# design 1

**Design 1: congestion heat map**

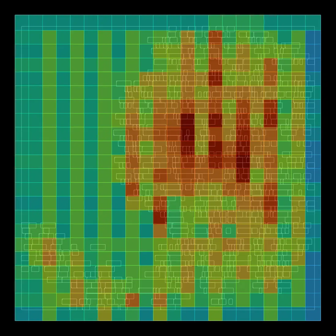

===== src/rtl/hdmi_pixel_packer_pkg.sv =====
// Shared constants for the HDMI -> 1 bit/pixel packer: state encoding, luma weights
// and line geometry helpers.
package hdmi_pixel_packer_pkg;

  localparam logic [1:0] s_IDLE       = 2'd0;
  localparam logic [1:0] s_WAIT_FRAME = 2'd1;
  localparam logic [1:0] s_ACTIVE     = 2'd2;
  localparam logic [1:0] s_DROP       = 2'd3;

  // Y = (2R + 5G + B) >> 3
  localparam logic [2:0] LUMA_WR = 3'd2;
  localparam logic [2:0] LUMA_WG = 3'd5;
  localparam logic [2:0] LUMA_WB = 3'd1;

  localparam int PACK_W = 32;

  function automatic int line_words(input int pixels);
    return pixels / PACK_W;
  endfunction

  localparam int LINE_WORDS = line_words(1280);

endpackage


===== src/rtl/hdmi_pixel_packer_luma.sv =====
// Stage 1 of the packer: registered RGB -> luma -> 1-bit threshold, with its valid.
module luma_threshold
  import hdmi_pixel_packer_pkg::*;
#(
  parameter logic [7:0] THRESHOLD = 8'd128
) (
  input  logic        clk,
  input  logic        rst,
  input  logic [23:0] rgb_p0,
  input  logic        vld_p0,
  output logic        bit_p1,
  output logic        vld_p1
);

  function automatic logic [7:0] luma(input logic [23:0] rgb);
    logic [10:0] sum;
    sum = 11'(LUMA_WR) * {3'b000, rgb[23:16]}
        + 11'(LUMA_WG) * {3'b000, rgb[15:8]}
        + 11'(LUMA_WB) * {3'b000, rgb[7:0]};
    return sum[10:3];
  endfunction

  // p0 -> p1 boundary
  always_ff @(posedge clk) begin
    bit_p1 <= (luma(rgb_p0) >= THRESHOLD);
  end

  always_ff @(posedge clk) begin
    if (rst) vld_p1 <= 1'b0;
    else     vld_p1 <= vld_p0;
  end

endmodule


===== src/rtl/hdmi_pixel_packer.sv =====
// Converts the HDMI RGB stream to 1 bit/pixel and packs 32 pixels per FIFO word,
// frame-aligned on vSync; overflow drops the remainder of the frame.
module hdmi_pixel_packer
  import hdmi_pixel_packer_pkg::*;
#(
  parameter int         PIXELS_PER_LINE  = 1280,
  parameter int         LINES_PER_FRAME  = 1280,
  parameter logic [7:0] THRESHOLD        = 8'd128,
  parameter bit         SYNC_ACTIVE_HIGH = 1'b1
) (
  input  logic        i_clock,
  input  logic        i_reset,
  input  logic [23:0] i_hdmiData,
  input  logic        i_hSync,
  input  logic        i_vSync,
  input  logic        i_dataEnable,
  input  logic        i_hdmiEnable,
  input  logic        i_fifoFull,
  output logic [31:0] o_fifoData,
  output logic        o_dataValid,
  output logic        o_frameStart,
  output logic        o_overflow,
  output logic        o_lineError
);

  localparam int WORDS_PER_LINE = line_words(PIXELS_PER_LINE);
  localparam int WCNT_W = $clog2(WORDS_PER_LINE + 1);
  localparam int LCNT_W = $clog2(LINES_PER_FRAME + 1);

  logic              bit_p1;
  logic              vld_p1;
  logic              vs_p1;
  logic              vs_p2;
  logic              de_p2;
  logic [1:0]        state;
  logic [31:0]       shreg;
  logic [4:0]        pix_cnt;
  logic [WCNT_W-1:0] word_cnt;
  logic [LCNT_W-1:0] line_cnt;
  logic              frame_pend;

  // Line boundaries come from the dataEnable falling edge, so hSync carries no information here.
  logic hsync_unused;
  assign hsync_unused = i_hSync;

  luma_threshold #(.THRESHOLD(THRESHOLD)) u_luma (
    .clk    (i_clock),
    .rst    (i_reset),
    .rgb_p0 (i_hdmiData),
    .vld_p0 (i_dataEnable),
    .bit_p1 (bit_p1),
    .vld_p1 (vld_p1)
  );

  // Sync copies delayed to line up with the stage-1 pixel bit
  always_ff @(posedge i_clock) begin
    if (i_reset) begin
      vs_p1 <= 1'b0;
      vs_p2 <= 1'b0;
      de_p2 <= 1'b0;
    end else begin
      vs_p1 <= (i_vSync == SYNC_ACTIVE_HIGH);
      vs_p2 <= vs_p1;
      de_p2 <= vld_p1;
    end
  end

  logic        vs_edge;
  logic        de_fall;
  logic        line_full;
  logic        pix_take;
  logic        active;
  logic        word_rdy;
  logic [31:0] word_next;
  logic [31:0] flush_word;
  logic [31:0] word_val;

  assign vs_edge    = vs_p2 & ~vs_p1;
  assign de_fall    = de_p2 & ~vld_p1;
  assign line_full  = (word_cnt == WCNT_W'(WORDS_PER_LINE));
  assign active     = (state == s_ACTIVE) & i_hdmiEnable & ~vs_edge;
  assign pix_take   = vld_p1 & ~line_full;
  assign word_next  = {shreg[30:0], bit_p1};
  assign flush_word = shreg << (6'd32 - {1'b0, pix_cnt});
  assign word_rdy   = active & ((pix_take & (pix_cnt == 5'd31)) | (de_fall & (pix_cnt != 5'd0)));
  assign word_val   = de_fall ? flush_word : word_next;

  // Stage 2: FSM, counters, shift register and FIFO write port
  always_ff @(posedge i_clock) begin
    if (i_reset) begin
      state        <= s_WAIT_FRAME;
      shreg        <= '0;
      pix_cnt      <= '0;
      word_cnt     <= '0;
      line_cnt     <= '0;
      frame_pend   <= 1'b1;
      o_fifoData   <= '0;
      o_dataValid  <= 1'b0;
      o_frameStart <= 1'b0;
      o_overflow   <= 1'b0;
      o_lineError  <= 1'b0;
    end else begin
      o_dataValid  <= 1'b0;
      o_frameStart <= 1'b0;

      if (!i_hdmiEnable) begin
        state <= s_IDLE;
      end else begin
        case (state)
          s_IDLE: state <= s_WAIT_FRAME;
          s_WAIT_FRAME, s_DROP: begin
            if (vs_edge) begin
              state      <= s_ACTIVE;
              shreg      <= '0;
              pix_cnt    <= '0;
              word_cnt   <= '0;
              line_cnt   <= '0;
              frame_pend <= 1'b1;
            end
          end
          default: begin
            if (vs_edge) begin
              // Frame ended early: report it and realign on the new frame.
              o_lineError <= 1'b1;
              shreg       <= '0;
              pix_cnt     <= '0;
              word_cnt    <= '0;
              line_cnt    <= '0;
              frame_pend  <= 1'b1;
            end else begin
              if (pix_take) begin
                shreg   <= word_next;
                pix_cnt <= pix_cnt + 5'd1;
                if (pix_cnt == 5'd31) word_cnt <= word_cnt + 1'b1;
              end else if (vld_p1) begin
                o_lineError <= 1'b1;
              end
              if (de_fall) begin
                if ((pix_cnt != 5'd0) || !line_full) o_lineError <= 1'b1;
                shreg    <= '0;
                pix_cnt  <= '0;
                word_cnt <= '0;
                line_cnt <= line_cnt + 1'b1;
                if (line_cnt == LCNT_W'(LINES_PER_FRAME - 1)) state <= s_WAIT_FRAME;
              end
            end
          end
        endcase
      end

      if (word_rdy) begin
        if (i_fifoFull) begin
          o_overflow <= 1'b1;
          state      <= s_DROP;
        end else begin
          o_fifoData   <= word_val;
          o_dataValid  <= 1'b1;
          o_frameStart <= frame_pend;
          frame_pend   <= 1'b0;
        end
      end
    end
  end

endmodule


===== config.mk =====
export PLATFORM = sky130hd
export DESIGN_NAME = hdmi_pixel_packer
export DESIGN_NICKNAME = d
export VERILOG_FILES = /design/src/rtl/hdmi_pixel_packer_pkg.sv /design/src/rtl/hdmi_pixel_packer_luma.sv /design/src/rtl/hdmi_pixel_packer.sv
export SDC_FILE = /design/constraint.sdc
export NUM_CORES = 1
export LEC_CHECK = 0
export CORE_MARGIN = 3
export CORE_UTILIZATION = 30
export CTS_BUF_LIST = sky130_fd_sc_hd__clkbuf_16
export DETAILED_ROUTE_END_ITERATION = 8
export SETUP_SLACK_MARGIN = 0.02
export SLEW_MARGIN = 5
export SYNTH_ARGS = -nofsm -noshare
export SYNTH_HDL_FRONTEND = slang
export SYNTH_SLANG_ARGS = --single-unit

===== constraint.sdc =====
create_clock -name i_clock -period 2.9 [get_ports i_clock]
set_input_delay 0.435 -clock i_clock [delete_from_list [all_inputs] [get_ports i_clock]]
set_output_delay 0.435 -clock i_clock [all_outputs]
set_load 0.05 [all_outputs]

# design 2

<file path="config.mk">
export PLATFORM = sky130hd
export DESIGN_NAME = multicycle_ctrl_flat
export DESIGN_NICKNAME = d
export VERILOG_FILES = /design/src/rtl/multicycle_ctrl_pkg.sv /design/src/rtl/multicycle_ctrl_if.sv /design/src/rtl/multicycle_ctrl_alu_dec.sv /design/src/rtl/multicycle_ctrl.sv /design/src/flat_wrapper.sv
export SDC_FILE = /design/constraint.sdc
export NUM_CORES = 1
export LEC_CHECK = 0
export ABC_CLOCK_PERIOD_IN_PS = 1900
export CAP_MARGIN = 20
export CORE_MARGIN = 1.5
export CORE_UTILIZATION = 37
export CTS_BUF_LIST = sky130_fd_sc_hd__clkbuf_4 sky130_fd_sc_hd__clkbuf_8 sky130_fd_sc_hd__clkbuf_16
export CTS_CLUSTER_SIZE = 8
export DETAILED_ROUTE_END_ITERATION = 8
export HOLD_SLACK_MARGIN = 0.02
export MAX_ROUTING_LAYER = met4
export PLACE_DENSITY_LB_ADDON = 0.25
export SLEW_MARGIN = 30
export SYNTH_ARGS = -nofsm -noshare
export SYNTH_HDL_FRONTEND = slang
export SYNTH_SLANG_ARGS = --single-unit
</file>
<file path="constraint.sdc">
create_clock -name clk -period 1.9 [get_ports clk]
set_clock_uncertainty 0.05 [all_clocks]
set_input_delay 0.19 -clock clk [delete_from_list [all_inputs] [get_ports clk]]
set_output_delay 0.19 -clock clk [all_outputs]
set_load 0.05 [all_outputs]
</file>
<file path="src/rtl/multicycle_ctrl_pkg.sv">
// rtl/multicycle_ctrl_pkg.sv - shared encodings for the multicycle control unit
// Purpose: state enum, opcode/funct constants, aluop/alucont, pcsource and
// alusrcb encodings used by multicycle_ctrl and mc_alu_dec.
// Optional feature macro: MULTICYCLE_CTRL_JAL_EN (adds the S_JALEX state).
package multicycle_pkg;

    typedef enum logic [3:0] {
        S_FETCH,
        S_DECODE,
        S_MEMADR,
        S_LBRD,
        S_LBWR,
        S_SBWR,
        S_RTYPEEX,
        S_RTYPEWR,
        S_ADDIEX,
        S_ADDIWR,
        S_BEQEX,
        S_BNEEX,
        S_JEX
`ifdef MULTICYCLE_CTRL_JAL_EN
        , S_JALEX
`endif
    } state_t;

    localparam logic [5:0] OP_LB    = 6'b100000;
    localparam logic [5:0] OP_SB    = 6'b101000;
    localparam logic [5:0] OP_RTYPE = 6'b000000;
    localparam logic [5:0] OP_BEQ   = 6'b000010;
    localparam logic [5:0] OP_BNE   = 6'b000011;
    localparam logic [5:0] OP_ADDI  = 6'b000100;
    localparam logic [5:0] OP_J     = 6'b001000;
    localparam logic [5:0] OP_JAL   = 6'b000110;

    localparam logic [5:0] FN_ADD = 6'b100000;
    localparam logic [5:0] FN_SUB = 6'b100010;
    localparam logic [5:0] FN_AND = 6'b100100;
    localparam logic [5:0] FN_OR  = 6'b100101;
    localparam logic [5:0] FN_SLT = 6'b101010;

    typedef enum logic [1:0] {
        ALUOP_ADD   = 2'b00,
        ALUOP_SUB   = 2'b01,
        ALUOP_FUNCT = 2'b10
    } aluop_t;

    localparam logic [2:0] ALU_AND = 3'b000;
    localparam logic [2:0] ALU_OR  = 3'b001;
    localparam logic [2:0] ALU_ADD = 3'b010;
    localparam logic [2:0] ALU_SUB = 3'b110;
    localparam logic [2:0] ALU_SLT = 3'b111;

    localparam logic [1:0] PCSRC_ALU    = 2'b00;
    localparam logic [1:0] PCSRC_ALUOUT = 2'b01;
    localparam logic [1:0] PCSRC_JUMP   = 2'b10;

    localparam logic [1:0] SRCB_REG  = 2'b00;
    localparam logic [1:0] SRCB_INC  = 2'b01;
    localparam logic [1:0] SRCB_IMM  = 2'b10;
    localparam logic [1:0] SRCB_BOFF = 2'b11;

endpackage

</file>
<file path="src/rtl/multicycle_ctrl_if.sv">
// rtl/multicycle_ctrl_if.sv - memory request/ready bundle of the control unit
// Signals: memread, memwrite, iord (controller to memory), mem_ready (memory
// to controller). master = control unit side, slave = memory side.
interface multicycle_ctrl_if;
    logic memread;
    logic memwrite;
    logic iord;
    logic mem_ready;

    modport master (output memread, output memwrite, output iord, input mem_ready);
    modport slave  (input memread, input memwrite, input iord, output mem_ready);
endinterface

</file>
<file path="src/rtl/multicycle_ctrl_alu_dec.sv">
// rtl/multicycle_ctrl_alu_dec.sv - combinational ALU control decoder
// Ports: aluop (in, 2) operation class, funct (in, 6) R-type function field,
// alucont (out, 3) ALU operation select.
module mc_alu_dec
    import multicycle_pkg::*;
(
    input  aluop_t     aluop,
    input  logic [5:0] funct,
    output logic [2:0] alucont
);

    always_comb begin
        alucont = ALU_ADD;
        case (aluop)
            ALUOP_ADD: alucont = ALU_ADD;
            ALUOP_SUB: alucont = ALU_SUB;
            ALUOP_FUNCT: begin
                case (funct)
                    FN_ADD:  alucont = ALU_ADD;
                    FN_SUB:  alucont = ALU_SUB;
                    FN_AND:  alucont = ALU_AND;
                    FN_OR:   alucont = ALU_OR;
                    FN_SLT:  alucont = ALU_SLT;
                    default: alucont = ALU_ADD;
                endcase
            end
            default: alucont = ALU_ADD;
        endcase
    end

endmodule

</file>
<file path="src/rtl/multicycle_ctrl.sv">
// rtl/multicycle_ctrl.sv - multicycle MIPS control FSM with multi-beat fetch
// Ports: clk, reset (async, active-high); op, funct (IR fields);
// bus (multicycle_ctrl_if.master: memread, memwrite, iord, mem_ready);
// irwrite (one-hot IR lane enable), pcwrite, branch, branchne, pcsource,
// alusrca, alusrcb, regwrite, regdst, memtoreg, link, alucont, illegal_op.
// Optional feature macro: MULTICYCLE_CTRL_JAL_EN enables the JAL opcode.
module multicycle_ctrl
    import multicycle_pkg::*;
#(
    parameter  int INSTR_W     = 32,
    parameter  int MEM_W       = 8,
    localparam int FETCH_BEATS = INSTR_W / MEM_W,
    localparam int BEAT_W      = (FETCH_BEATS > 1) ? $clog2(FETCH_BEATS) : 1
) (
    input  logic                   clk,
    input  logic                   reset,
    input  logic [5:0]             op,
    input  logic [5:0]             funct,
    multicycle_ctrl_if.master      bus,
    output logic [FETCH_BEATS-1:0] irwrite,
    output logic                   pcwrite,
    output logic                   branch,
    output logic                   branchne,
    output logic [1:0]             pcsource,
    output logic                   alusrca,
    output logic [1:0]             alusrcb,
    output logic                   regwrite,
    output logic                   regdst,
    output logic                   memtoreg,
    output logic                   link,
    output logic [2:0]             alucont,
    output logic                   illegal_op
);

    localparam logic [BEAT_W-1:0]      LAST_BEAT = BEAT_W'(FETCH_BEATS - 1);
    localparam logic [FETCH_BEATS-1:0] LANE0     = FETCH_BEATS'(1);

    state_t            state, state_n;
    logic [BEAT_W-1:0] beat, beat_n;
    aluop_t            aluop;
    logic              memread, memwrite, iord;

    always_ff @(posedge clk or posedge reset) begin
        if (reset) begin
            state <= S_FETCH;
            beat  <= '0;
        end else begin
            state <= state_n;
            beat  <= beat_n;
        end
    end

    always_comb begin
        state_n    = state;
        beat_n     = beat;
        aluop      = ALUOP_ADD;
        memread    = 1'b0;
        memwrite   = 1'b0;
        iord       = 1'b0;
        irwrite    = '0;
        pcwrite    = 1'b0;
        branch     = 1'b0;
        branchne   = 1'b0;
        pcsource   = PCSRC_ALU;
        alusrca    = 1'b0;
        alusrcb    = SRCB_REG;
        regwrite   = 1'b0;
        regdst     = 1'b0;
        memtoreg   = 1'b0;
        link       = 1'b0;
        illegal_op = 1'b0;

        case (state)
            S_FETCH: begin
                memread = 1'b1;
                alusrcb = SRCB_INC;
                // Each accepted beat loads one IR lane and bumps the PC by one
                // memory word; a stalled beat writes nothing.
                if (bus.mem_ready) begin
                    irwrite = LANE0 << beat;
                    pcwrite = 1'b1;
                    if (beat == LAST_BEAT) begin
                        beat_n  = '0;
                        state_n = S_DECODE;
                    end else begin
                        beat_n = beat + 1'b1;
                    end
                end
            end
            S_DECODE: begin
                alusrcb = SRCB_BOFF;
                case (op)
                    OP_LB, OP_SB: state_n = S_MEMADR;
                    OP_RTYPE:     state_n = S_RTYPEEX;
                    OP_BEQ:       state_n = S_BEQEX;
                    OP_BNE:       state_n = S_BNEEX;
                    OP_ADDI:      state_n = S_ADDIEX;
                    OP_J:         state_n = S_JEX;
`ifdef MULTICYCLE_CTRL_JAL_EN
                    OP_JAL:       state_n = S_JALEX;
`endif
                    default: begin
                        illegal_op = 1'b1;
                        state_n    = S_FETCH;
                    end
                endcase
            end
            S_MEMADR: begin
                alusrca = 1'b1;
                alusrcb = SRCB_IMM;
                state_n = (op == OP_SB) ? S_SBWR : S_LBRD;
            end
            S_LBRD: begin
                memread = 1'b1;
                iord    = 1'b1;
                if (bus.mem_ready) state_n = S_LBWR;
            end
            S_LBWR: begin
                regwrite = 1'b1;
                memtoreg = 1'b1;
                state_n  = S_FETCH;
            end
            S_SBWR: begin
                memwrite = 1'b1;
                iord     = 1'b1;
                if (bus.mem_ready) state_n = S_FETCH;
            end
            S_RTYPEEX: begin
                alusrca = 1'b1;
                aluop   = ALUOP_FUNCT;
                state_n = S_RTYPEWR;
            end
            S_RTYPEWR: begin
                regwrite = 1'b1;
                regdst   = 1'b1;
                state_n  = S_FETCH;
            end
            S_ADDIEX: begin
                alusrca = 1'b1;
                alusrcb = SRCB_IMM;
                state_n = S_ADDIWR;
            end
            S_ADDIWR: begin
                regwrite = 1'b1;
                state_n  = S_FETCH;
            end
            S_BEQEX: begin
                alusrca  = 1'b1;
                aluop    = ALUOP_SUB;
                branch   = 1'b1;
                pcsource = PCSRC_ALUOUT;
                state_n  = S_FETCH;
            end
            S_BNEEX: begin
                alusrca  = 1'b1;
                aluop    = ALUOP_SUB;
                branchne = 1'b1;
                pcsource = PCSRC_ALUOUT;
                state_n  = S_FETCH;
            end
            S_JEX: begin
                pcwrite  = 1'b1;
                pcsource = PCSRC_JUMP;
                state_n  = S_FETCH;
            end
`ifdef MULTICYCLE_CTRL_JAL_EN
            S_JALEX: begin
                pcwrite  = 1'b1;
                pcsource = PCSRC_JUMP;
                link     = 1'b1;
                regwrite = 1'b1;
                state_n  = S_FETCH;
            end
`endif
            default: state_n = S_FETCH;
        endcase

        // The state register clears asynchronously, but mem_ready could still
        // raise a FETCH write combinationally; hold every enable low in reset.
        if (reset) begin
            irwrite  = '0;
            pcwrite  = 1'b0;
            regwrite = 1'b0;
            memwrite = 1'b0;
            branch   = 1'b0;
            branchne = 1'b0;
            link     = 1'b0;
        end
    end

    assign bus.memread  = memread;
    assign bus.memwrite = memwrite;
    assign bus.iord     = iord;

    mc_alu_dec u_alu_dec (
        .aluop   (aluop),
        .funct   (funct),
        .alucont (alucont)
    );

endmodule

</file>
<file path="src/flat_wrapper.sv">
// flat-port wrapper written by rule: the top's interface ports become plain ports
module multicycle_ctrl_flat import multicycle_pkg::*;
#(
    parameter  int INSTR_W     = 32,
    parameter  int MEM_W       = 8,
    localparam int FETCH_BEATS = INSTR_W / MEM_W,
    localparam int BEAT_W      = (FETCH_BEATS > 1) ? $clog2(FETCH_BEATS) : 1
)
  (clk, reset, op, funct, irwrite, pcwrite, branch, branchne, pcsource, alusrca, alusrcb, regwrite, regdst, memtoreg, link, alucont, illegal_op, bus_memread, bus_memwrite, bus_iord, bus_mem_ready);
  multicycle_ctrl_if bus_i ();
  input  logic clk;
  input  logic reset;
  input  logic [5:0] op;
  input  logic [5:0] funct;
  output logic [FETCH_BEATS-1:0] irwrite;
  output logic pcwrite;
  output logic branch;
  output logic branchne;
  output logic [1:0] pcsource;
  output logic alusrca;
  output logic [1:0] alusrcb;
  output logic regwrite;
  output logic regdst;
  output logic memtoreg;
  output logic link;
  output logic [2:0] alucont;
  output logic illegal_op;
  output wire logic [$bits(bus_i.memread)-1:0] bus_memread;
  output wire logic [$bits(bus_i.memwrite)-1:0] bus_memwrite;
  output wire logic [$bits(bus_i.iord)-1:0] bus_iord;
  input wire logic [$bits(bus_i.mem_ready)-1:0] bus_mem_ready;
  assign bus_memread = bus_i.memread;
  assign bus_memwrite = bus_i.memwrite;
  assign bus_iord = bus_i.iord;
  assign bus_i.mem_ready = bus_mem_ready;
  multicycle_ctrl #(.INSTR_W(INSTR_W), .MEM_W(MEM_W)) u_core (.clk(clk), .reset(reset), .op(op), .funct(funct), .bus(bus_i), .irwrite(irwrite), .pcwrite(pcwrite), .branch(branch), .branchne(branchne), .pcsource(pcsource), .alusrca(alusrca), .alusrcb(alusrcb), .regwrite(regwrite), .regdst(regdst), .memtoreg(memtoreg), .link(link), .alucont(alucont), .illegal_op(illegal_op));
endmodule
</file>
# design 3

==> src/rtl/mem_arb_2x_if.sv <==
// Bundles the two requester ports and the shared memory port of mem_arb_2x.
// The arbiter uses the slave modport; clients plus memory use the master modport.
interface mem_arb_2x_if #(
  parameter int AW = 5,
  parameter int DW = 32
) ();
  logic          req0;
  logic          req1;
  logic          we0;
  logic          we1;
  logic [AW-1:0] addr0;
  logic [AW-1:0] addr1;
  logic [DW-1:0] wdata0;
  logic [DW-1:0] wdata1;
  logic          gnt0;
  logic          gnt1;
  logic          rvalid0;
  logic          rvalid1;
  logic [DW-1:0] rdata0;
  logic [DW-1:0] rdata1;
  logic          mem_wr_en;
  logic          mem_rd_en;
  logic [AW-1:0] mem_addr;
  logic [DW-1:0] mem_wr_data;
  logic [DW-1:0] mem_data_out;
  logic          mem_full;
  logic          mem_empty;

  modport slave (
    input  req0, req1, we0, we1, addr0, addr1, wdata0, wdata1,
    input  mem_data_out, mem_full, mem_empty,
    output gnt0, gnt1, rvalid0, rvalid1, rdata0, rdata1,
    output mem_wr_en, mem_rd_en, mem_addr, mem_wr_data
  );

  modport master (
    output req0, req1, we0, we1, addr0, addr1, wdata0, wdata1,
    output mem_data_out, mem_full, mem_empty,
    input  gnt0, gnt1, rvalid0, rvalid1, rdata0, rdata1,
    input  mem_wr_en, mem_rd_en, mem_addr, mem_wr_data
  );
endinterface

==> src/rtl/mem_arb_2x.sv <==
// Two-requester round-robin arbiter in front of a single 32x32 memory.
// Optional grant statistics and starvation pulse: define MEM_ARB_STATS_EN.
module mem_arb_2x #(
  parameter int AW = 5,
  parameter int DW = 32
) (
  input  logic           clk,
  input  logic           rst_n,
  mem_arb_2x_if.slave    bus
`ifdef MEM_ARB_STATS_EN
  ,
  output logic [15:0]    gcnt0,
  output logic [15:0]    gcnt1,
  output logic           starve
`endif
);

  logic          elig0_s;
  logic          elig1_s;
  logic          gnt0_s;
  logic          gnt1_s;
  logic          last1_r;
  logic          mem_wr_en_r;
  logic          mem_rd_en_r;
  logic [AW-1:0] mem_addr_r;
  logic [DW-1:0] mem_wr_data_r;
  logic          id1_r;
  logic          rd_v2_r;
  logic          id2_r;
  logic          rvalid0_r;
  logic          rvalid1_r;
  logic [DW-1:0] rdata0_r;
  logic [DW-1:0] rdata1_r;

  // A write waits for room and for the previous write to leave the bus.
  always_comb begin
    elig0_s = bus.req0 && (!bus.we0 || (!bus.mem_full && !mem_wr_en_r));
    elig1_s = bus.req1 && (!bus.we1 || (!bus.mem_full && !mem_wr_en_r));
  end

  // Round-robin choice; last1_r names the requester granted most recently.
  always_comb begin
    gnt0_s = 1'b0;
    gnt1_s = 1'b0;
    if (elig0_s && elig1_s) begin
      if (last1_r) begin
        gnt0_s = 1'b1;
      end else begin
        gnt1_s = 1'b1;
      end
    end else if (elig0_s) begin
      gnt0_s = 1'b1;
    end else if (elig1_s) begin
      gnt1_s = 1'b1;
    end else begin
      gnt0_s = 1'b0;
      gnt1_s = 1'b0;
    end
  end

  // Register the granted command onto the memory port and advance the pointer.
  always_ff @(posedge clk) begin
    if (!rst_n) begin
      last1_r       <= 1'b1;
      mem_wr_en_r   <= 1'b0;
      mem_rd_en_r   <= 1'b0;
      mem_addr_r    <= {AW{1'b0}};
      mem_wr_data_r <= {DW{1'b0}};
      id1_r         <= 1'b0;
    end else begin
      mem_wr_en_r <= (gnt0_s && bus.we0) || (gnt1_s && bus.we1);
      mem_rd_en_r <= (gnt0_s && !bus.we0) || (gnt1_s && !bus.we1);
      if (gnt0_s || gnt1_s) begin
        last1_r    <= gnt1_s;
        id1_r      <= gnt1_s;
        mem_addr_r <= gnt1_s ? bus.addr1 : bus.addr0;
        if (gnt1_s ? bus.we1 : bus.we0) begin
          mem_wr_data_r <= gnt1_s ? bus.wdata1 : bus.wdata0;
        end
      end
    end
  end

  // Carry the read tag alongside the memory latency and steer data back.
  always_ff @(posedge clk) begin
    if (!rst_n) begin
      rd_v2_r   <= 1'b0;
      id2_r     <= 1'b0;
      rvalid0_r <= 1'b0;
      rvalid1_r <= 1'b0;
      rdata0_r  <= {DW{1'b0}};
      rdata1_r  <= {DW{1'b0}};
    end else begin
      rd_v2_r   <= mem_rd_en_r;
      id2_r     <= id1_r;
      rvalid0_r <= rd_v2_r && !id2_r;
      rvalid1_r <= rd_v2_r && id2_r;
      if (rd_v2_r && !id2_r) begin
        rdata0_r <= bus.mem_data_out;
      end
      if (rd_v2_r && id2_r) begin
        rdata1_r <= bus.mem_data_out;
      end
    end
  end

  assign bus.gnt0        = gnt0_s;
  assign bus.gnt1        = gnt1_s;
  assign bus.mem_wr_en   = mem_wr_en_r;
  assign bus.mem_rd_en   = mem_rd_en_r;
  assign bus.mem_addr    = mem_addr_r;
  assign bus.mem_wr_data = mem_wr_data_r;
  assign bus.rvalid0     = rvalid0_r;
  assign bus.rvalid1     = rvalid1_r;
  assign bus.rdata0      = rdata0_r;
  assign bus.rdata1      = rdata1_r;

`ifdef MEM_ARB_STATS_EN
  logic [15:0] gcnt0_r;
  logic [15:0] gcnt1_r;
  logic [3:0]  wait0_r;
  logic [3:0]  wait1_r;
  logic        starve_r;

  // Saturating grant counters and per-requester wait counters (saturate at 9).
  always_ff @(posedge clk) begin
    if (!rst_n) begin
      gcnt0_r  <= 16'd0;
      gcnt1_r  <= 16'd0;
      wait0_r  <= 4'd0;
      wait1_r  <= 4'd0;
      starve_r <= 1'b0;
    end else begin
      if (gnt0_s && (gcnt0_r != 16'hFFFF)) begin
        gcnt0_r <= gcnt0_r + 16'd1;
      end
      if (gnt1_s && (gcnt1_r != 16'hFFFF)) begin
        gcnt1_r <= gcnt1_r + 16'd1;
      end
      if (bus.req0 && !gnt0_s) begin
        wait0_r <= (wait0_r == 4'd9) ? wait0_r : wait0_r + 4'd1;
      end else begin
        wait0_r <= 4'd0;
      end
      if (bus.req1 && !gnt1_s) begin
        wait1_r <= (wait1_r == 4'd9) ? wait1_r : wait1_r + 4'd1;
      end else begin
        wait1_r <= 4'd0;
      end
      // Fires once, on the ninth consecutive waiting cycle.
      starve_r <= (bus.req0 && !gnt0_s && (wait0_r == 4'd8)) ||
                  (bus.req1 && !gnt1_s && (wait1_r == 4'd8));
    end
  end

  assign gcnt0  = gcnt0_r;
  assign gcnt1  = gcnt1_r;
  assign starve = starve_r;
`endif

endmodule
==> src/flat_wrapper.sv <==
// flat-port wrapper written by rule: the top's interface ports become plain ports
module mem_arb_2x_flat 
#(
  parameter int AW = 5,
  parameter int DW = 32
)
  (clk, rst_n, bus_req0, bus_req1, bus_we0, bus_we1, bus_addr0, bus_addr1, bus_wdata0, bus_wdata1, bus_mem_data_out, bus_mem_full, bus_mem_empty, bus_gnt0, bus_gnt1, bus_rvalid0, bus_rvalid1, bus_rdata0, bus_rdata1, bus_mem_wr_en, bus_mem_rd_en, bus_mem_addr, bus_mem_wr_data);
  mem_arb_2x_if #(.AW(AW), .DW(DW)) bus_i ();
  input  logic clk;
  input  logic rst_n;
  input wire logic [$bits(bus_i.req0)-1:0] bus_req0;
  input wire logic [$bits(bus_i.req1)-1:0] bus_req1;
  input wire logic [$bits(bus_i.we0)-1:0] bus_we0;
  input wire logic [$bits(bus_i.we1)-1:0] bus_we1;
  input wire logic [$bits(bus_i.addr0)-1:0] bus_addr0;
  input wire logic [$bits(bus_i.addr1)-1:0] bus_addr1;
  input wire logic [$bits(bus_i.wdata0)-1:0] bus_wdata0;
  input wire logic [$bits(bus_i.wdata1)-1:0] bus_wdata1;
  input wire logic [$bits(bus_i.mem_data_out)-1:0] bus_mem_data_out;
  input wire logic [$bits(bus_i.mem_full)-1:0] bus_mem_full;
  input wire logic [$bits(bus_i.mem_empty)-1:0] bus_mem_empty;
  output wire logic [$bits(bus_i.gnt0)-1:0] bus_gnt0;
  output wire logic [$bits(bus_i.gnt1)-1:0] bus_gnt1;
  output wire logic [$bits(bus_i.rvalid0)-1:0] bus_rvalid0;
  output wire logic [$bits(bus_i.rvalid1)-1:0] bus_rvalid1;
  output wire logic [$bits(bus_i.rdata0)-1:0] bus_rdata0;
  output wire logic [$bits(bus_i.rdata1)-1:0] bus_rdata1;
  output wire logic [$bits(bus_i.mem_wr_en)-1:0] bus_mem_wr_en;
  output wire logic [$bits(bus_i.mem_rd_en)-1:0] bus_mem_rd_en;
  output wire logic [$bits(bus_i.mem_addr)-1:0] bus_mem_addr;
  output wire logic [$bits(bus_i.mem_wr_data)-1:0] bus_mem_wr_data;
  assign bus_i.req0 = bus_req0;
  assign bus_i.req1 = bus_req1;
  assign bus_i.we0 = bus_we0;
  assign bus_i.we1 = bus_we1;
  assign bus_i.addr0 = bus_addr0;
  assign bus_i.addr1 = bus_addr1;
  assign bus_i.wdata0 = bus_wdata0;
  assign bus_i.wdata1 = bus_wdata1;
  assign bus_i.mem_data_out = bus_mem_data_out;
  assign bus_i.mem_full = bus_mem_full;
  assign bus_i.mem_empty = bus_mem_empty;
  assign bus_gnt0 = bus_i.gnt0;
  assign bus_gnt1 = bus_i.gnt1;
  assign bus_rvalid0 = bus_i.rvalid0;
  assign bus_rvalid1 = bus_i.rvalid1;
  assign bus_rdata0 = bus_i.rdata0;
  assign bus_rdata1 = bus_i.rdata1;
  assign bus_mem_wr_en = bus_i.mem_wr_en;
  assign bus_mem_rd_en = bus_i.mem_rd_en;
  assign bus_mem_addr = bus_i.mem_addr;
  assign bus_mem_wr_data = bus_i.mem_wr_data;
  mem_arb_2x #(.AW(AW), .DW(DW)) u_core (.clk(clk), .rst_n(rst_n), .bus(bus_i));
endmodule
==> config.mk <==
export PLATFORM = sky130hd
export DESIGN_NAME = mem_arb_2x_flat
export DESIGN_NICKNAME = d
export VERILOG_FILES = /design/src/rtl/mem_arb_2x_if.sv /design/src/rtl/mem_arb_2x.sv /design/src/flat_wrapper.sv
export SDC_FILE = /design/constraint.sdc
export NUM_CORES = 1
export LEC_CHECK = 0
export CAP_MARGIN = 10
export CORE_UTILIZATION = 55
export DETAILED_ROUTE_END_ITERATION = 10
export DONT_BUFFER_PORTS = 1
export PLACE_DENSITY = 0.7
export SETUP_SLACK_MARGIN = 0.4
export SYNTH_ARGS = -nofsm -noshare
export SYNTH_HDL_FRONTEND = slang
export SYNTH_SLANG_ARGS = --single-unit
==> constraint.sdc <==
create_clock -name clk -period 2.1 [get_ports clk]
set_input_delay 0.21 -clock clk [delete_from_list [all_inputs] [get_ports clk]]
set_output_delay 0.21 -clock clk [all_outputs]
set_load 0.05 [all_outputs]
**Design 2: the metal 1 layer**

Bar = 20 µm. Supply wires on this layer in grey.
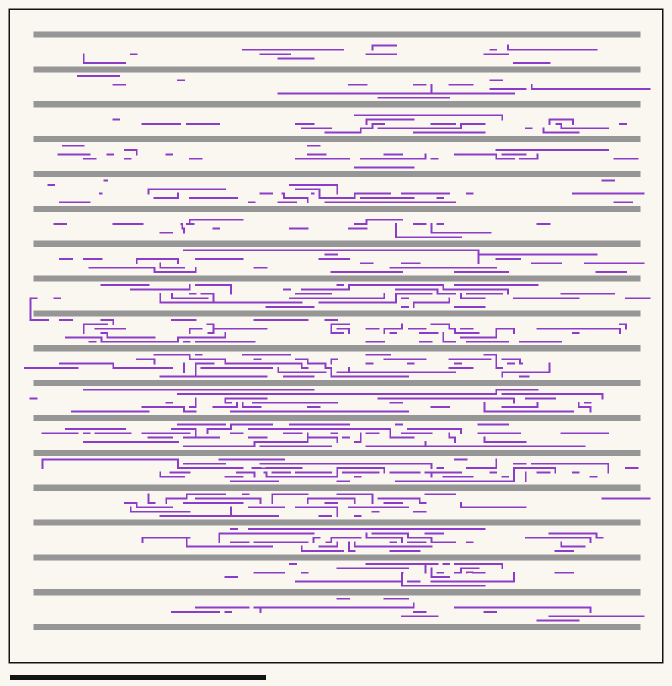
The wires run mostly horizontal. The longest straight run is 24.8 µm. The layer holds 35% of the routed length. The layer carries 1280 µm of wire. 171 nets have wire on it.
vias after detailed routing: 1163
Global Route met1 Usage: 27.7%
Final Routed Wirelength: 3.71 mm

==> run_results.csv, design 2 <==
group,metric,value,unit
power_and_ir_drop,combinationalPower,1810,µW
grt,number_of_antenna_violations_at_the_first_check_in_global_routing,0,
power_and_ir_drop,power,2160,µW
sta,timing.final.max_slew_violations,0,
power_and_ir_drop,pwr-share-clk,5.7,%
layout,mostFrequentLayoutCell,"sky130_fd_sc_hd__buf_4",
sta,hold_slack,0.468,ns
layout,flop_share_of_the_area,7.85,%
clocking,clock_pin_slew_of_the_registers_on_the_worst_case_setup_and_hold_paths,0.05,ns
placed_design,port_buffers,36,
worst_setup_path,worst_setup_start_kind,"flop",
layout,fin_area,1910,µm²
logic_synthesis,synthXorXnorAreaFrac,3.10,%
logic_synthesis,synthCells,119,
layout,count_of_plain_and_timing_repair_buffers_in_the_layout,63,
power_and_ir_drop,power_top_consumer,"combinational cells",
clocking,tritoncts,"done",
run_status,violations,"setup timing",
layout,flow.area_growth_from_synthesis,126,%
worst_setup_path,cp_top_family,"simple AND/OR/NAND/NOR gates",
power_and_ir_drop,reported_leakage_power,0.000786,µW
placed_design,place_congestion,0.824,
drt,route.detailed.drc,0,
layout,largest_reg_flops,4,
job,tool_warnings,34,
die,rows,17,
sta,setup_ws,-0.336,ns
power_and_ir_drop,ir_worst_vdd,1020,µV
run_status,status,"finished, violations left",
sta,setup_viol,7,
logic_synthesis,ys_chip_area,848,µm²
power_and_ir_drop,seq-power,229,µW
logic_synthesis,synth.cellmix.adderShare,8.85,%
placed_design,post-place-cells,190,
drt,wire_per_inst,18.0,µm
worst_setup_path,reg2reg_setup_slack,0.05,ns
logic_synthesis,yosysWarningCount,0,
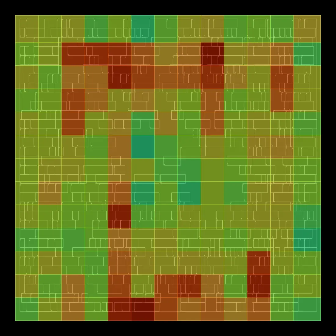
**Above:** design 3 (congestion heat map).
global routing met3 resource utilization: 6.57%
met2 track demand over resource: 46.9%

==> run_results.csv, design 3 <==
group,metric,value,unit
run_status,status,"finished clean",
drt,route.detailed.drc,0,
logic_synthesis,synth.top_cell.area_share,50.2,%
worst_setup_path,worst_setup_start_kind,"flop",
power_and_ir_drop,pwr-share-clk,30.4,%
min_path,worst_hold_path.endpoint,"u_core.bus.mem_wr_data[30]$_SDFFE_PN0P_",
worst_setup_path,path_buffers,2,
die,design.portCount,221,
layout,multi_input_comb_area,1970,µm²
logic_synthesis,synth_area,4340,µm²
logic_synthesis,synth.ff_latch_count,109,
worst_setup_path,critical_path_rt,1.89,ns
die,core_region_area,7690,µm²
worst_setup_path,cp_top_family,"AND-OR/OR-AND gates",
clocking,clk-insertion-delay-late,0.36,ns
clocking,cts_root_buffer,"sky130_fd_sc_hd__clkbuf_8",
job,tool_warnings,28,
logic_synthesis,syn_nets,638,
layout,nFillCells,624,
sta,rsz0062_at_grt,"true",
clocking,hold_bufs_at_cts,33,
drt,met3_length,905,µm
grt,wire_length_of_the_first_global_routing_pass,17.1,mm
layout,fin_area,5130,µm²
logic_synthesis,yosysWarningCount,0,
sta,max_slew.worst_pin.slew,0.583,ns
layout,share_of_cell_area_taken_by_multi_input_logic_gates,38.4,%
power_and_ir_drop,power.share.switching,31.6,%
worst_setup_path,worst_path_arrival_time,1.47,ns
power_and_ir_drop,clock_power,1300,µW
logic_synthesis,async_flop_share,0,%
logic_synthesis,synthDominantAreaCellType,"sky130_fd_sc_hd__dfxtp_1",
worst_setup_path,reg2reg_setup_slack,0.50,ns
drt,wire_per_inst,16.9,µm
power_and_ir_drop,power,4290,µW
die,tap_cells,102,
power_and_ir_drop,p_seq_share,57.4,%
sta,hold_viol,0,
worst_setup_path,reg2reg_launch_point,"u_core.bus.mem_wr_en$_SDFF_PN0_",
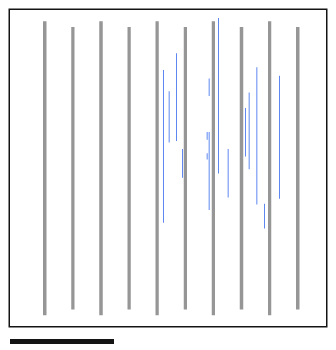
**Above:** design 1 (signal wires on met4).
Bar = 50 µm. Supply wires on this layer in grey.
The layer carries 500 µm of wire. The longest straight run is 74.8 µm. 13 nets have wire on it. The wires run mostly vertical. The layer holds 2.9% of the routed length.
vias after detailed routing: 5736
Final Routed Wirelength: 17.5 mm

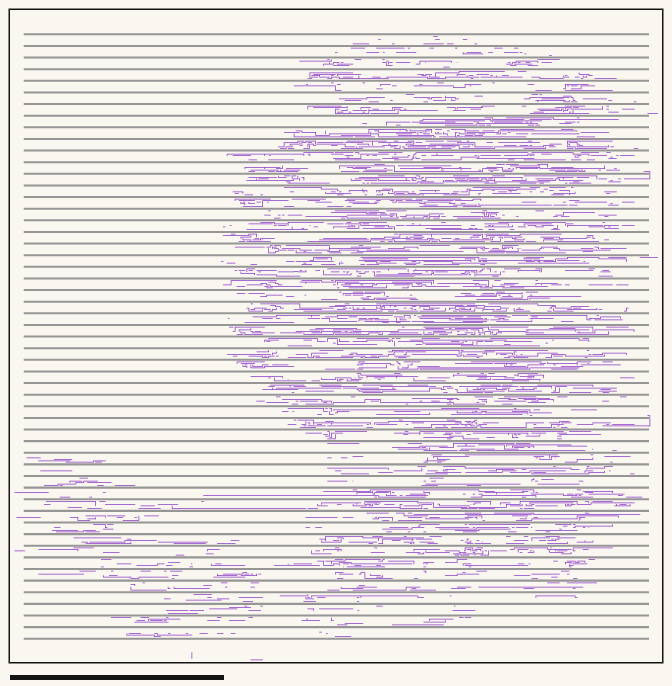
**Above:** design 1 (the metal 1 layer).
Bar = 50 µm. Supply wires on this layer in grey.
The layer holds 47% of the routed length. The layer carries 8250 µm of wire.
Global Route met1 Usage: 21.4%

## Picture notes: 'congestion heat map' of design 1
total global-route track usage: 15.0%
most used routing layer: met2

==> run_results.csv, design 1 <==
group,metric,value,unit
job,drv_cap,0,
die,die_y,153,µm
die,core_util_floorplan,31.2,%
placed_design,preCtsSetupSlack,-0.609,ns
worst_setup_path,crit_type,"in2reg",
layout,finish.cell_count_without_fillers,1056,
worst_setup_path,critical_path_rt,3.15,ns
logic_synthesis,syn_nets,793,
layout,clock_area_share,4.05,%
worst_setup_path,worst_setup_start_kind,"input port",
drt,route.detailed.drc,0,
sta,fin_crit,2.76,ns
drt,met3_length,937,µm
die,design.portCount,67,
grt,globalRoute.totalOverflow,0,
run_status,status,"finished clean",
layout,layout.nonclk_buf_share,12.5,%
clocking,hold_bufs_at_cts,0,
placed_design,dp.final_hpwl,12.5,mm
power_and_ir_drop,clock_power,1290,µW
logic_synthesis,synth.top_cell.area_share,30.4,%
layout,nFillCells,2090,
layout,fin_area,7850,µm²
layout,biggest_regs,"o_fifoData: 32 flops, shreg: 32 flops, line_cnt: 11 flops",
sta,worst_slew_margin_rel,54.8,%
logic_synthesis,ys_sh_aoi,17.4,%
die,tap_cells,270,
min_path,hp-class,"in2reg",
sta,timing.final.max_slew_violations,0,
placed_design,place_congestion,0.905,
power_and_ir_drop,internal_power,2280,µW
die,core_region_area,20700,µm²
layout,final_core_utilization,38.0,%
layout,largestClassByArea,"logic gates",
worst_setup_path,endpoint_kind,"flop",
clocking,post_cts.resized_instances,10,
drt,highest-signal-layer,"met4",
layout,lay_top_cells,"97 x sky130_fd_sc_hd__dfxtp_1, 92 x sky130_fd_sc_hd__nor2_1, 76 x sky130_fd_sc_hd__nand2_1, 57 x sky130_fd_sc_hd__clkdlybuf4s50_1, 50 x sky130_fd_sc_hd__a21oi_1",
grt,pin_count_of_the_biggest_net_entering_global_routing,76,
worst_setup_path,crit_cells,11,
drt,detailroute.wirelength.met2,7.77,mm
logic_synthesis,yosysUniqueCellTypes,69,
die,rows,52,


==> layout pictures side by side <==
M3 wires.
panel A
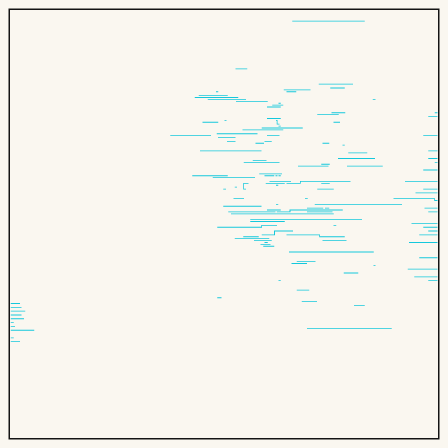
panel B
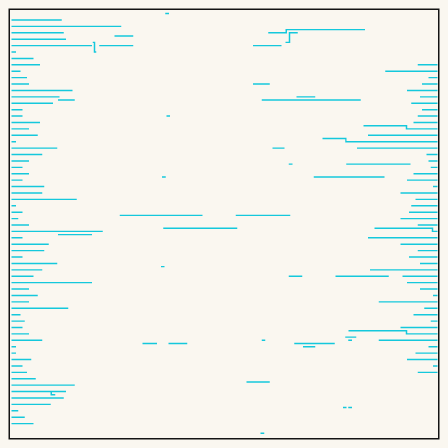
panel C
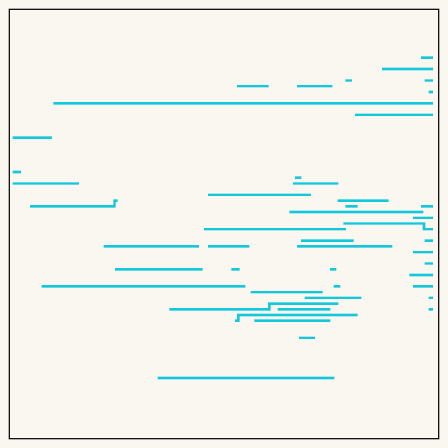
Panel C is design 2.
Panel A is design 1.
Panel B is design 3.


==> notes/layouts.md <==
Pictures saved along the way, in no particular order.

Signal wires on met2.
Cells faint in the background.
picture 1
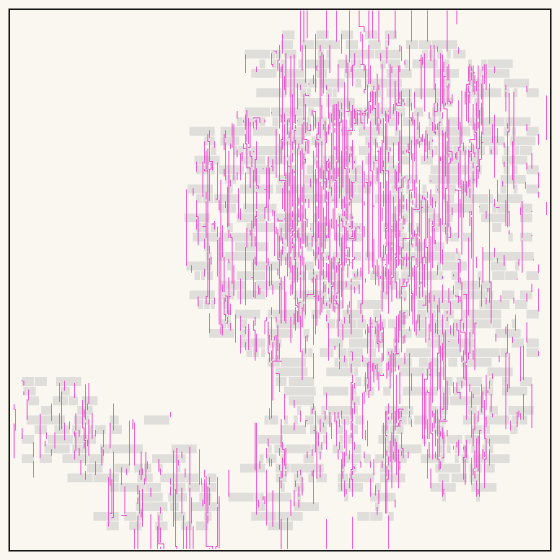
picture 2
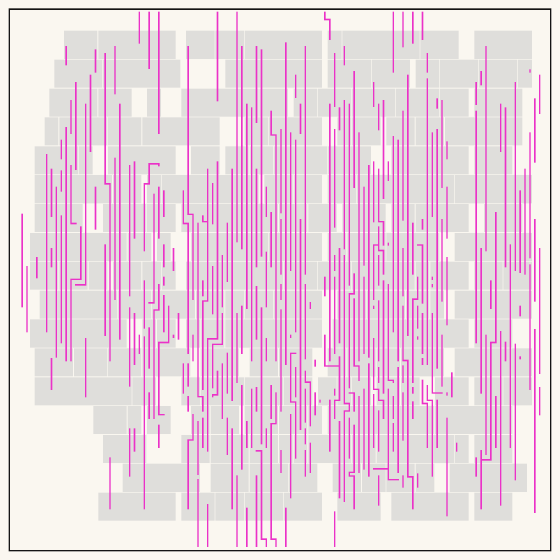
picture 3
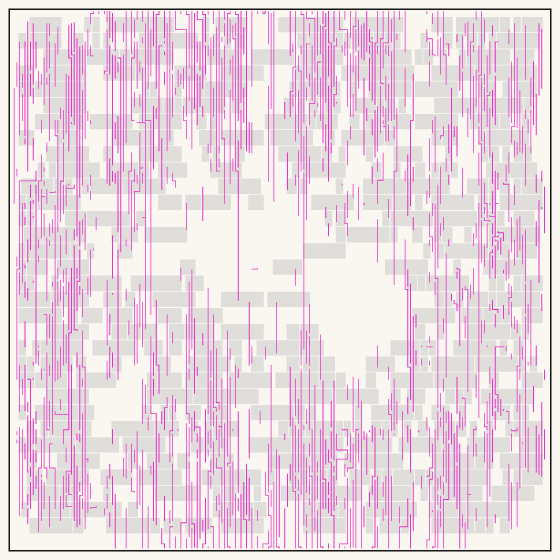
- design 3 = picture 3
- design 2 = picture 2
- design 1 = picture 1

No activity file was given, so power comes from the tool's default toggle rates.
